=== design 1 ===
Fig. 1: design 1, routing congestion
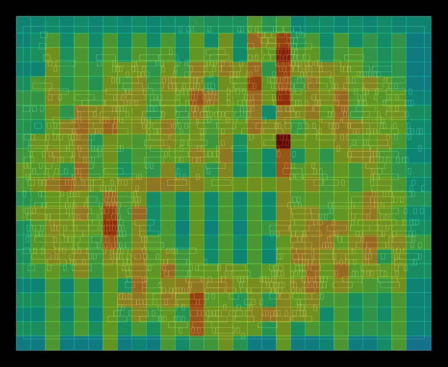

--- config.mk ---
export PLATFORM = sky130hd
export DESIGN_NAME = pipelined_addsub
export DESIGN_NICKNAME = d
export VERILOG_FILES = /design/src/rtl/pipelined_addsub.sv
export SDC_FILE = /design/constraint.sdc
export NUM_CORES = 1
export LEC_CHECK = 0
export ABC_AREA = 1
export CORE_ASPECT_RATIO = 0.8
export CORE_MARGIN = 3
export CORE_UTILIZATION = 30
export CTS_CLUSTER_DIAMETER = 50
export CTS_CLUSTER_SIZE = 25
export DETAILED_ROUTE_END_ITERATION = 16
export DONT_BUFFER_PORTS = 1
export SYNTH_ARGS = -nofsm -noshare
export SYNTH_HDL_FRONTEND = slang
export SYNTH_SLANG_ARGS = --single-unit
--- constraint.sdc ---
create_clock -name clk_i -period 4.6 [get_ports clk_i]
set_input_delay 0.46 -clock clk_i [delete_from_list [all_inputs] [get_ports clk_i]]
set_output_delay 0.46 -clock clk_i [all_outputs]
set_load 0.01 [all_outputs]
--- src/rtl/pipelined_addsub.sv ---
// Pipelined ripple-carry adder/subtractor, one DATA_W/STAGES-bit slice per stage; latency STAGES cycles.
// One global enable stalls every stage together while a result waits for ready_i; bubbles are kept.
module pipelined_addsub #(
   parameter int DATA_W = 32,
   parameter int STAGES = 4
) (
   input  logic              clk_i,
   input  logic              rst_ni,
   input  logic              valid_i,
   output logic              ready_o,
   input  logic [DATA_W-1:0] a_i,
   input  logic [DATA_W-1:0] b_i,
   input  logic              cin_i,
   input  logic              sub_i,
   output logic              valid_o,
   input  logic              ready_i,
   output logic [DATA_W-1:0] sum_o,
   output logic              cout_o,
   output logic              ovf_o
);
   localparam int SW = DATA_W / STAGES;

   if ((DATA_W % STAGES) != 0) begin : g_bad_split
      $error("DATA_W must be a multiple of STAGES");
   end

   logic [STAGES-1:0] vld_q;
   logic [STAGES-1:0] cy_q;
   logic [STAGES-1:0] cy_d;
   logic              ovf_q;
   logic              ovf_d;
   logic [DATA_W-1:0] a_q [STAGES];
   logic [DATA_W-1:0] b_q [STAGES];
   logic [DATA_W-1:0] s_q [STAGES];
   logic [DATA_W-1:0] a_d [STAGES];
   logic [DATA_W-1:0] b_d [STAGES];
   logic [DATA_W-1:0] s_d [STAGES];
   logic              en;

   assign en      = ready_i | ~vld_q[STAGES-1];
   assign ready_o = en;

   // Skew registers shift right so the next slice is always at bit 0; finished
   // sum slices enter at the top and reach their final position after the last stage.
   always_comb begin
      logic [DATA_W-1:0] a_in;
      logic [DATA_W-1:0] b_in;
      logic [DATA_W-1:0] s_in;
      logic              c_in;
      logic [SW:0]       r;
      a_in  = '0;
      b_in  = '0;
      s_in  = '0;
      c_in  = 1'b0;
      r     = '0;
      a_d   = '{default: '0};
      b_d   = '{default: '0};
      s_d   = '{default: '0};
      cy_d  = '0;
      ovf_d = 1'b0;
      for (int k = 0; k < STAGES; k++) begin
         if (k == 0) begin
            a_in = a_i;
            b_in = sub_i ? ~b_i : b_i;
            c_in = cin_i ^ sub_i;
            s_in = '0;
         end else begin
            a_in = a_q[k-1];
            b_in = b_q[k-1];
            c_in = cy_q[k-1];
            s_in = s_q[k-1];
         end
         r       = {1'b0, a_in[SW-1:0]} + {1'b0, b_in[SW-1:0]} + {{SW{1'b0}}, c_in};
         a_d[k]  = a_in >> SW;
         b_d[k]  = b_in >> SW;
         s_d[k]  = (DATA_W'(r[SW-1:0]) << (DATA_W - SW)) | (s_in >> SW);
         cy_d[k] = r[SW];
         if (k == STAGES - 1) begin
            ovf_d = (a_in[SW-1] == b_in[SW-1]) && (r[SW-1] != a_in[SW-1]);
         end
      end
   end

   always_ff @(posedge clk_i or negedge rst_ni) begin
      if (!rst_ni) begin
         vld_q <= '0;
         cy_q  <= '0;
         ovf_q <= 1'b0;
         a_q   <= '{default: '0};
         b_q   <= '{default: '0};
         s_q   <= '{default: '0};
      end else if (en) begin
         vld_q <= (vld_q << 1) | STAGES'(valid_i);
         cy_q  <= cy_d;
         ovf_q <= ovf_d;
         a_q   <= a_d;
         b_q   <= b_d;
         s_q   <= s_d;
      end
   end

   assign valid_o = vld_q[STAGES-1];
   assign sum_o   = valid_o ? s_q[STAGES-1] : '0;
   assign cout_o  = valid_o & cy_q[STAGES-1];
   assign ovf_o   = valid_o & ovf_q;

endmodule

=== design 2 ===
**config.mk**
```make
export PLATFORM = sky130hd
export DESIGN_NAME = e4m3_stream_accumulator
export DESIGN_NICKNAME = d
export VERILOG_FILES = /design/src/rtl/e4m3_pkg.sv /design/src/rtl/float_adder_e4m3.sv /design/src/rtl/e4m3_stream_accumulator.sv
export SDC_FILE = /design/constraint.sdc
export NUM_CORES = 1
export LEC_CHECK = 0
export ABC_CLOCK_PERIOD_IN_PS = 25400
export CORE_MARGIN = 8
export CORE_UTILIZATION = 40
export DETAILED_ROUTE_END_ITERATION = 10
export PLACE_DENSITY_LB_ADDON = 0.05
export SLEW_MARGIN = 15
export SYNTH_ARGS = -nofsm -noshare
export SYNTH_HDL_FRONTEND = slang
export SYNTH_SLANG_ARGS = --single-unit
```
**constraint.sdc**
```tcl
create_clock -name clk -period 25.4 [get_ports clk]
set_input_delay 7.62 -clock clk [delete_from_list [all_inputs] [get_ports clk]]
set_output_delay 7.62 -clock clk [all_outputs]
set_load 0.01 [all_outputs]
```
**src/rtl/e4m3_pkg.sv**
```systemverilog
// e4m3_pkg: shared E4M3 types, constants and accumulator state encoding
package e4m3_pkg;
  typedef logic [7:0] e4m3_t;
  localparam e4m3_t E4M3_ZERO = 8'h00;
  localparam e4m3_t E4M3_NAN = 8'h7F;
  localparam int E4M3_BIAS = 7;
  localparam int E4M3_EXP_W = 4;
  localparam int E4M3_MAN_W = 3;
  typedef enum logic [1:0] {EMPTY, ACCUM, DONE} acc_state_t;
endpackage

```
**src/rtl/float_adder_e4m3.sv**
```systemverilog
// float_adder_e4m3: combinational E4M3 adder, round-to-nearest-even, saturating
// Ports: a, b - E4M3 operands; y - E4M3 sum.
// Operands are mapped to exact fixed point (LSB = 2^-9, the smallest subnormal),
// added exactly, then renormalised and rounded once. Overflow saturates to
// +/-448 (x7E); either NaN operand (S.1111.111) yields 8'h7F.
module float_adder_e4m3
  import e4m3_pkg::*;
(
  input  e4m3_t a,
  input  e4m3_t b,
  output e4m3_t y
);
  function automatic logic signed [19:0] to_fix(input e4m3_t x);
    logic [18:0] m;
    m = 19'({|x[6:3], x[2:0]}) << (x[6:3] == 4'd0 ? 4'd0 : x[6:3] - 4'd1);
    return x[7] ? -$signed({1'b0, m}) : $signed({1'b0, m});
  endfunction
  logic signed [19:0] sum;
  logic [18:0] mag, low, half;
  logic [4:0] sh, exp_r;
  logic [2:0] keep, frac;
  logic rnd, ovf, sat, nan, sgn;
  int p;
  always_comb begin
    sum = to_fix(a) + to_fix(b);
    sgn = sum[19];
    mag = 19'(sgn ? -sum : sum);
    p = 0;
    for (int i = 0; i < 19; i++) if (mag[i]) p = i;
    sh = (p > 3) ? 5'(p - 3) : 5'd0;
    keep = 3'(mag >> sh);
    low = mag & ((19'd1 << sh) - 19'd1);
    half = (19'd1 << sh) >> 1;
    // round half to even on the bits shifted out below the 3-bit mantissa
    rnd = (sh != 5'd0) && (low > half || (low == half && keep[0]));
    {ovf, frac} = 4'(keep) + 4'(rnd);
    exp_r = 5'(p - 2) + 5'(ovf);
    sat = exp_r > 5'd15 || (exp_r == 5'd15 && frac == 3'd7);
    nan = a[6:0] == E4M3_NAN[6:0] || b[6:0] == E4M3_NAN[6:0];
    y = nan ? E4M3_NAN :
        p < 3 ? {sgn, 4'd0, mag[2:0]} :
        sat ? {sgn, 7'h7E} : {sgn, exp_r[3:0], frac};
  end
endmodule

```
**src/rtl/e4m3_stream_accumulator.sv**
```systemverilog
// e4m3_stream_accumulator: folds in_last-delimited E4M3 packets into one sum
// Ports: clk, rst_n (sync active-low); in_valid/in_ready/in_data/in_last input
// stream; out_valid/out_ready/out_data/out_count/out_trunc result handshake.
// Optional macro E4M3_ACC_NAN_EN: sticky NaN flag forces out_data to 8'h7F.
module e4m3_stream_accumulator
  import e4m3_pkg::*;
#(
  parameter int MAX_LEN = 16,
  localparam int CNT_W = $clog2(MAX_LEN + 1)
) (
  input  logic             clk,
  input  logic             rst_n,
  input  logic             in_valid,
  output logic             in_ready,
  input  logic [7:0]       in_data,
  input  logic             in_last,
  output logic             out_valid,
  input  logic             out_ready,
  output logic [7:0]       out_data,
  output logic [CNT_W-1:0] out_count,
  output logic             out_trunc
);
  acc_state_t state_q, state_d;
  e4m3_t acc_q, acc_d, sum;
  logic [CNT_W-1:0] cnt_q, cnt_d, cnt_inc;
  logic trunc_q, trunc_d, in_ready_q, out_valid_q, accept, full;
  float_adder_e4m3 u_add (.a(acc_q), .b(in_data), .y(sum));
  assign accept = in_valid && in_ready_q;
  assign cnt_inc = cnt_q + CNT_W'(1);
  assign full = cnt_inc == CNT_W'(MAX_LEN);
  always_comb begin
    state_d = state_q;
    acc_d = acc_q;
    cnt_d = cnt_q;
    trunc_d = trunc_q;
    case (state_q)
      EMPTY: if (accept) begin
        acc_d = in_data;
        cnt_d = CNT_W'(1);
        state_d = in_last ? DONE : ACCUM;
      end
      ACCUM: if (accept) begin
        acc_d = sum;
        cnt_d = cnt_inc;
        state_d = (in_last || full) ? DONE : ACCUM;
        trunc_d = full && !in_last;
      end
      DONE: if (out_ready) begin
        state_d = EMPTY;
        acc_d = E4M3_ZERO;
        cnt_d = '0;
        trunc_d = 1'b0;
      end
      default: state_d = EMPTY;
    endcase
  end
  always_ff @(posedge clk) begin
    if (!rst_n) begin
      state_q <= EMPTY;
      acc_q <= E4M3_ZERO;
      cnt_q <= '0;
      trunc_q <= 1'b0;
      in_ready_q <= 1'b0;
      out_valid_q <= 1'b0;
    end else begin
      state_q <= state_d;
      acc_q <= acc_d;
      cnt_q <= cnt_d;
      trunc_q <= trunc_d;
      in_ready_q <= state_d != DONE;
      out_valid_q <= state_d == DONE;
    end
  end
`ifdef E4M3_ACC_NAN_EN
  logic nan_q, nan_d;
  always_comb nan_d = (state_q == DONE && out_ready) ? 1'b0 :
                      nan_q | (accept && in_data[6:0] == E4M3_NAN[6:0]);
  always_ff @(posedge clk) nan_q <= rst_n ? nan_d : 1'b0;
  assign out_data = (state_q == DONE && nan_q) ? E4M3_NAN : acc_q;
`else
  assign out_data = acc_q;
`endif
  assign in_ready = in_ready_q;
  assign out_valid = out_valid_q;
  assign out_count = cnt_q;
  assign out_trunc = trunc_q;
endmodule

```
=== design 3 ===
`src/rtl/cricket_pkg.sv`:
```
// rtl/cricket_pkg.sv - shared state encoding, widths and default limits for the score engine
package cricket_pkg;

  typedef enum logic [1:0] {
    ST_INN1  = 2'd0,
    ST_BREAK = 2'd1,
    ST_INN2  = 2'd2,
    ST_DONE  = 2'd3
  } state_e;

  localparam int RUNS_W          = 8;
  localparam int WKT_W           = 4;
  localparam int BALL_W          = 6;
  localparam int TGT_W           = RUNS_W + 1;
  localparam int DEF_MAX_BALLS   = 12;
  localparam int DEF_MAX_WICKETS = 10;

endpackage

```
`src/rtl/cricket_score_engine_accum.sv`:
```
// rtl/cricket_score_engine_accum.sv - runs/wickets/balls counters with look-ahead next values
module score_accumulator
  import cricket_pkg::*;
(
  input  logic              clk,
  input  logic              reset,
  input  logic              clear,
  input  logic              accept,
  input  logic [2:0]        ball_runs,
  input  logic              ball_wicket,
  input  logic              ball_extra,
  output logic [RUNS_W-1:0] runs,
  output logic [WKT_W-1:0]  wickets,
  output logic [BALL_W-1:0] balls,
  output logic [RUNS_W-1:0] runs_next,
  output logic [WKT_W-1:0]  wickets_next,
  output logic [BALL_W-1:0] balls_next
);

  logic [RUNS_W-1:0] runs_q, runs_d;
  logic [WKT_W-1:0]  wickets_q, wickets_d;
  logic [BALL_W-1:0] balls_q, balls_d;
  logic [RUNS_W:0]   runs_sum;

  // The *_next values assume the current delivery is applied; the parent gates them with accept.
  always_comb begin
    runs_sum     = {1'b0, runs_q} + {6'd0, ball_runs} + {{RUNS_W{1'b0}}, ball_extra};
    runs_next    = runs_sum[RUNS_W] ? {RUNS_W{1'b1}} : runs_sum[RUNS_W-1:0];
    wickets_next = wickets_q + {{(WKT_W-1){1'b0}}, ball_wicket};
    balls_next   = balls_q + {{(BALL_W-1){1'b0}}, ~ball_extra};

    runs_d    = runs_q;
    wickets_d = wickets_q;
    balls_d   = balls_q;
    if (clear) begin
      runs_d    = '0;
      wickets_d = '0;
      balls_d   = '0;
    end else if (accept) begin
      runs_d    = runs_next;
      wickets_d = wickets_next;
      balls_d   = balls_next;
    end
  end

  always_ff @(posedge clk) begin
    if (reset) begin
      runs_q    <= '0;
      wickets_q <= '0;
      balls_q   <= '0;
    end else begin
      runs_q    <= runs_d;
      wickets_q <= wickets_d;
      balls_q   <= balls_d;
    end
  end

  assign runs    = runs_q;
  assign wickets = wickets_q;
  assign balls   = balls_q;

endmodule

```
`src/rtl/cricket_score_engine.sv`:
```
// rtl/cricket_score_engine.sv - two-innings match sequencer feeding the seven-segment display stage
module cricket_score_engine
  import cricket_pkg::*;
#(
  parameter int MAX_BALLS   = DEF_MAX_BALLS,
  parameter int MAX_WICKETS = DEF_MAX_WICKETS
) (
  input  logic              clk_fpga,
  input  logic              reset,
  input  logic              ball_strobe,
  input  logic [2:0]        ball_runs,
  input  logic              ball_wicket,
  input  logic              ball_extra,
  input  logic              advance,
  output logic [RUNS_W-1:0] binaryRuns,
  output logic [WKT_W-1:0]  binaryWickets,
  output logic [BALL_W-1:0] ballsBowled,
  output logic              inningOver,
  output logic              gameOver,
  output logic              winner
);

  state_e            state_q, state_d;
  logic [TGT_W-1:0]  target_q, target_d;
  logic              winner_q, winner_d;
  logic              inning_over_q, inning_over_d;
  logic              game_over_q, game_over_d;
  logic              accept, clear, innings_end;
  logic [RUNS_W-1:0] runs_next;
  logic [WKT_W-1:0]  wickets_next;
  logic [BALL_W-1:0] balls_next;

  score_accumulator u_accum (
    .clk          (clk_fpga),
    .reset        (reset),
    .clear        (clear),
    .accept       (accept),
    .ball_runs    (ball_runs),
    .ball_wicket  (ball_wicket),
    .ball_extra   (ball_extra),
    .runs         (binaryRuns),
    .wickets      (binaryWickets),
    .balls        (ballsBowled),
    .runs_next    (runs_next),
    .wickets_next (wickets_next),
    .balls_next   (balls_next)
  );

  assign innings_end = (wickets_next == WKT_W'(MAX_WICKETS)) ||
                       (balls_next == BALL_W'(MAX_BALLS));

  always_comb begin
    state_d  = state_q;
    target_d = target_q;
    winner_d = winner_q;
    accept   = 1'b0;
    clear    = 1'b0;
    case (state_q)
      ST_INN1: begin
        if (ball_strobe) begin
          accept = 1'b1;
          if (innings_end) begin
            state_d  = ST_BREAK;
            target_d = {1'b0, runs_next} + TGT_W'(1);
          end
        end
      end
      ST_BREAK: begin
        if (advance) begin
          clear   = 1'b1;
          state_d = ST_INN2;
        end
      end
      ST_INN2: begin
        if (ball_strobe) begin
          accept = 1'b1;
          // Reaching the target wins outright, even on the innings-ending delivery.
          if ({1'b0, runs_next} >= target_q) begin
            state_d  = ST_DONE;
            winner_d = 1'b1;
          end else if (innings_end) begin
            state_d  = ST_DONE;
            winner_d = 1'b0;
          end
        end
      end
      default: ;
    endcase
    inning_over_d = (state_d == ST_BREAK);
    game_over_d   = (state_d == ST_DONE);
  end

  always_ff @(posedge clk_fpga) begin
    if (reset) begin
      state_q       <= ST_INN1;
      target_q      <= '0;
      winner_q      <= 1'b0;
      inning_over_q <= 1'b0;
      game_over_q   <= 1'b0;
    end else begin
      state_q       <= state_d;
      target_q      <= target_d;
      winner_q      <= winner_d;
      inning_over_q <= inning_over_d;
      game_over_q   <= game_over_d;
    end
  end

  assign inningOver = inning_over_q;
  assign gameOver   = game_over_q;
  assign winner     = winner_q;

endmodule

```
`config.mk`:
```
export PLATFORM = sky130hd
export DESIGN_NAME = cricket_score_engine
export DESIGN_NICKNAME = d
export VERILOG_FILES = /design/src/rtl/cricket_pkg.sv /design/src/rtl/cricket_score_engine_accum.sv /design/src/rtl/cricket_score_engine.sv
export SDC_FILE = /design/constraint.sdc
export NUM_CORES = 1
export LEC_CHECK = 0
export ABC_CLOCK_PERIOD_IN_PS = 3900
export CAP_MARGIN = 15
export CELL_PAD_IN_SITES_DETAIL_PLACEMENT = 1
export CELL_PAD_IN_SITES_GLOBAL_PLACEMENT = 2
export CORE_ASPECT_RATIO = 1.2
export CORE_MARGIN = 5
export CORE_UTILIZATION = 34
export DETAILED_ROUTE_END_ITERATION = 8
export DONT_BUFFER_PORTS = 1
export PLACE_DENSITY = 0.78
export SLEW_MARGIN = 20
export SYNTH_ARGS = -nofsm -noshare
export SYNTH_HDL_FRONTEND = slang
export SYNTH_SLANG_ARGS = --single-unit
```
`constraint.sdc`:
```
create_clock -name clk_fpga -period 3.9 [get_ports clk_fpga]
set_input_delay 1.17 -clock clk_fpga [delete_from_list [all_inputs] [get_ports clk_fpga]]
set_output_delay 1.17 -clock clk_fpga [all_outputs]
set_load 0.02 [all_outputs]
```

## Gallery

Met2 routing.
Plate I
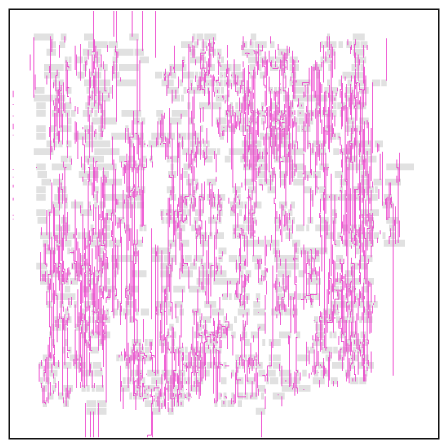
Plate II
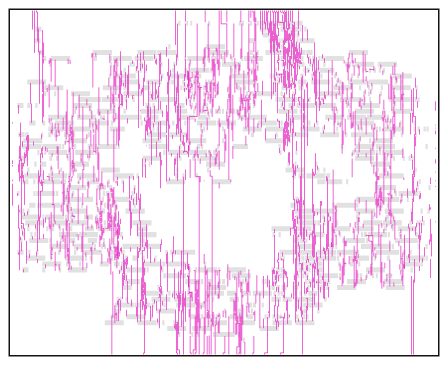
Plate III
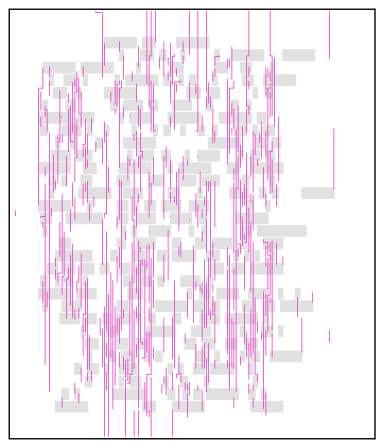
Design 1 is Plate II.
Design 2 is Plate I.
Design 3 is Plate III.

Key to Plate II:
main direction: vertical
nets with wire on the layer: 842
share of all routed wire: 46%
longest straight run: 82.5 um

Fig. 2: design 1, metal 1
Supply wires on this layer in gray.
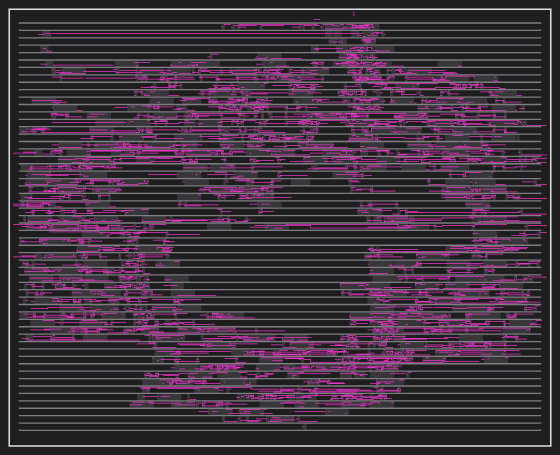
wire length on this layer: 9640 um
nets with wire on the layer: 1047
longest straight run: 117 um
share of all routed wire: 51%

## Picture notes: Fig. 1
met1 Usage GRT: 0.179
M2 GR Usage: 0.194
drt wl/cell: 13.3 um

==> run_results.csv, design 1 <==
group,metric,value,unit
grt,grt-busiest-layer,"met2",
setup_path,cp.required,4.14,ns
sta,holdWs,-0.267,ns
setup_path,crit_path_end_kind,"output port",
outcome,violations,"negative hold slack",
sta,rsz0062_at_grt,"no",
cells_and_area,clk_share,0.0632,
setup_path,path_class,"reg -> out",
sta,hold_violations,185,
sta,fin_tns_setup,0,ns
routing,drtAntennaViolNets,0,
outcome,status,"complete, but fails checks",
sta,finClkSkew,0.0104,ns
yosys,synth.avg_cell_area,8.24,um^2
routing,wl_met2,8700,um
[design 1: worst max-delay path: cells and delay by family (launching register included)]
family / cells / cell delay [ns]
DFF: 1 / 0.46
buffers and inverters: 2 / 0.61
and+or+nand+nor: 1 / 0.19
[design 1: Yosys cell counts (all sizes together)]
cell type  count  area, um^2
buf           40         287
xor2           9        78.8
nor2          15        58.8
dfrtp        185        4630
fa             8         160
a211oi         4        30.0
inv          104         390
o21bai         1        7.51
ha            28         350
o21ai         71         355
a21oi         20         100
clkbuf         8        30.0
or2            1        6.26
nand2        511        1920
o22ai          2        12.5
nand3         36         180
xnor2         28         245
nand4          5        31.3
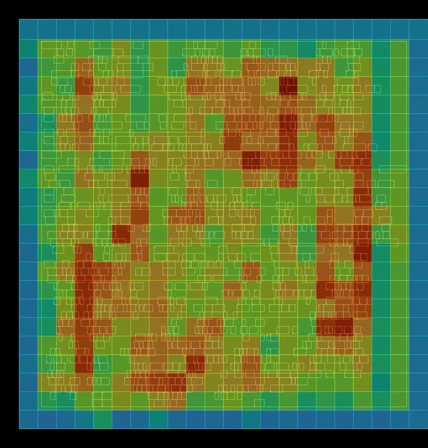
Fig. 3. Routing congestion (design 2).
met3 Use GR: 0.0139
M2 GR Usage: 0.314

==> run_results.csv, design 2 <==
group,metric,value,unit
outcome,status,"finished, final reports clean",
sta,rsz0062_at_grt,"no",
cells_and_area,postLayoutCoreUtil,0.426,
yosys,synth.avg_cell_area,7.02,um^2
cells_and_area,final_cell_mix,"nand2_1, nor2_1, a21oi_1, ha_1, xnor2_1",
cells_and_area,n_antenna_cell,0,
routing,num_vias,7830,
floorplanning,fp.coreArea,18500,um^2
yosys,netlist_instances,1061,
routing,drt-initial-drc-count,622,
clock_network,clk_path_buf_depth,2,
grt,groute.usage.overall,0.197,
cells_and_area,fin_area,7860,um^2
yosys,simple_gate_area_frac,0.314,
yosys,top_area_frac,0.0941,
min_path,holdPathEnd,"out_count[1]$_SDFFE_PN0P_",
routing,drt-total-wl,23800,um
grt,grt_overflow,0,
yosys,synth-xor-area-share,0.0995,
design 2: per-layer routing:
layer	vias to the layer above	global-route usage	part of all wire	wire length (um)
li1	3935	-	-	-
met1	3637	0.290	0.50	11900
met2	238	0.314	0.44	10400
met3	20	0.0139	0.054	1300
met4	0	0.0278	0.0096	229
met5	-	0	0	0
design 2: final cells by class:
class / instances / area, um^2
fillers: 1955 / 10600
flip-flops and latches: 18 / 360
well taps: 234 / 293
repair buffers: 30 / 295
clock buffers: 4 / 88.8
multi-input cells: 954 / 6690
inverters: 35 / 134
Fig. 4: design 3, metal 1
Supply wires on this layer in gray.
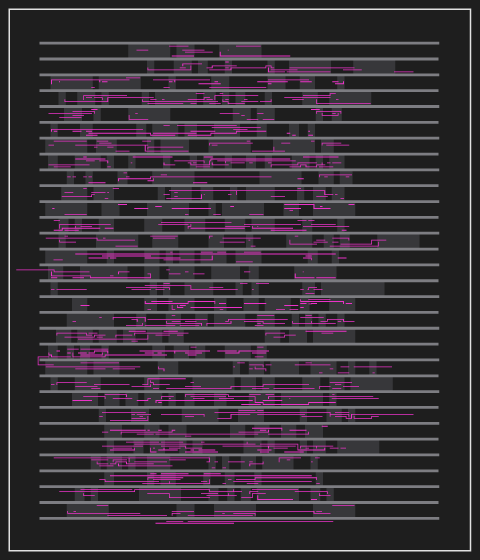
longest straight run: 44.6 um
main direction: horizontal
wire length on this layer: 2230 um

Fig. 5: design 3, sequential cells colored by netlist name
Other sequential cells in the stronger gray, the rest of the logic in the fainter gray.
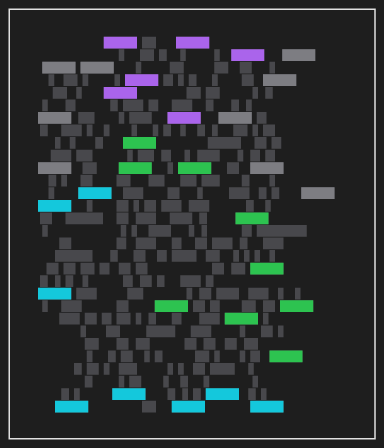
[target_q] green | flops: 9
[u_accum.balls] purple | flops: 6 | where: north
[u_accum.runs] cyan | flops: 8

==> run_results.csv, design 3 <==
group,metric,value,unit
outcome,status,"finished, final reports clean",
sta,period_used_share,0.936,
sta,setup_viol,0,
yosys,top_cell,"dfxtp_1",
cells_and_area,clk_share,0.0498,
clock_network,path_clk_slew,0.08,ns
setup_path,path_cells,"fa_2 > fa_2 > a21o_1 > nand4_1 > mux2_4 > ha_1 > and4_1 > o21ai_0 > o221a_2 > nor4_2 > o21ai_1 > a31oi_1",
cells_and_area,layout-drive-gt1-share,0.162,
cells_and_area,comb_cells,175,
cells_and_area,flop-count,32,
routing,route.met3.wl,225,um
yosys,synth.cell_area,1940,um^2
yosys,top_logic_kind,"simple AND/OR/NAND/NOR gates",
cells_and_area,buf_share,0.0571,
grt,antenna_found_initial,0,
min_path,hold_path.class,"reg -> reg",
setup_path,r2r_end,"state_q[0]$_SDFF_PP0_",
setup_path,path_class,"in -> reg",
sta,worst_slew_pin_slew,0.689,ns
yosys,yosys_area,1940,um^2
-- design 3: state kept, by name, indices dropped and copies added (netlist names) --
signal / cells
target_q: 9
u_accum.runs: 8
u_accum.balls: 6
u_accum.wickets: 4
state_q: 2
gameOver: 1
inningOver: 1
winner: 1
-- design 3: stage by stage --
stage	hold WS (ns)	util	setup TNS [ns]
global placement	0.455	0.380	-0.00123
finish	0.478	0.400	0
CTS	0.475	0.400	0
floorplan	0.446	-	0
global route	0.501	0.400	0
detailed placement	0.461	0.380	-0.118


## Gallery

I/O nets highlighted.
shot_01.png
Bar = 50 um.
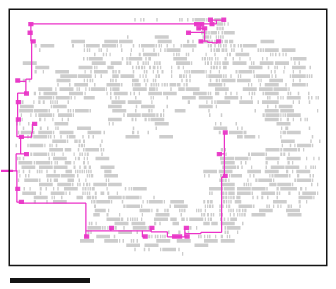
shot_02.png
Bar = 20 um.
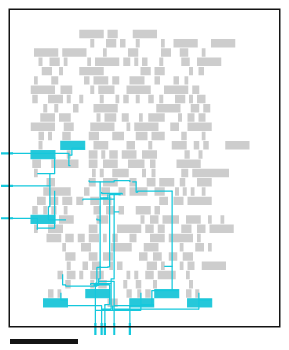
shot_03.png
Bar = 50 um.
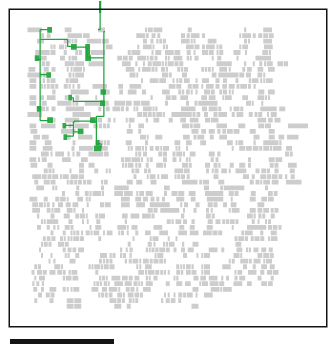
shot_01.png -> design 1
shot_03.png -> design 2
shot_02.png -> design 3

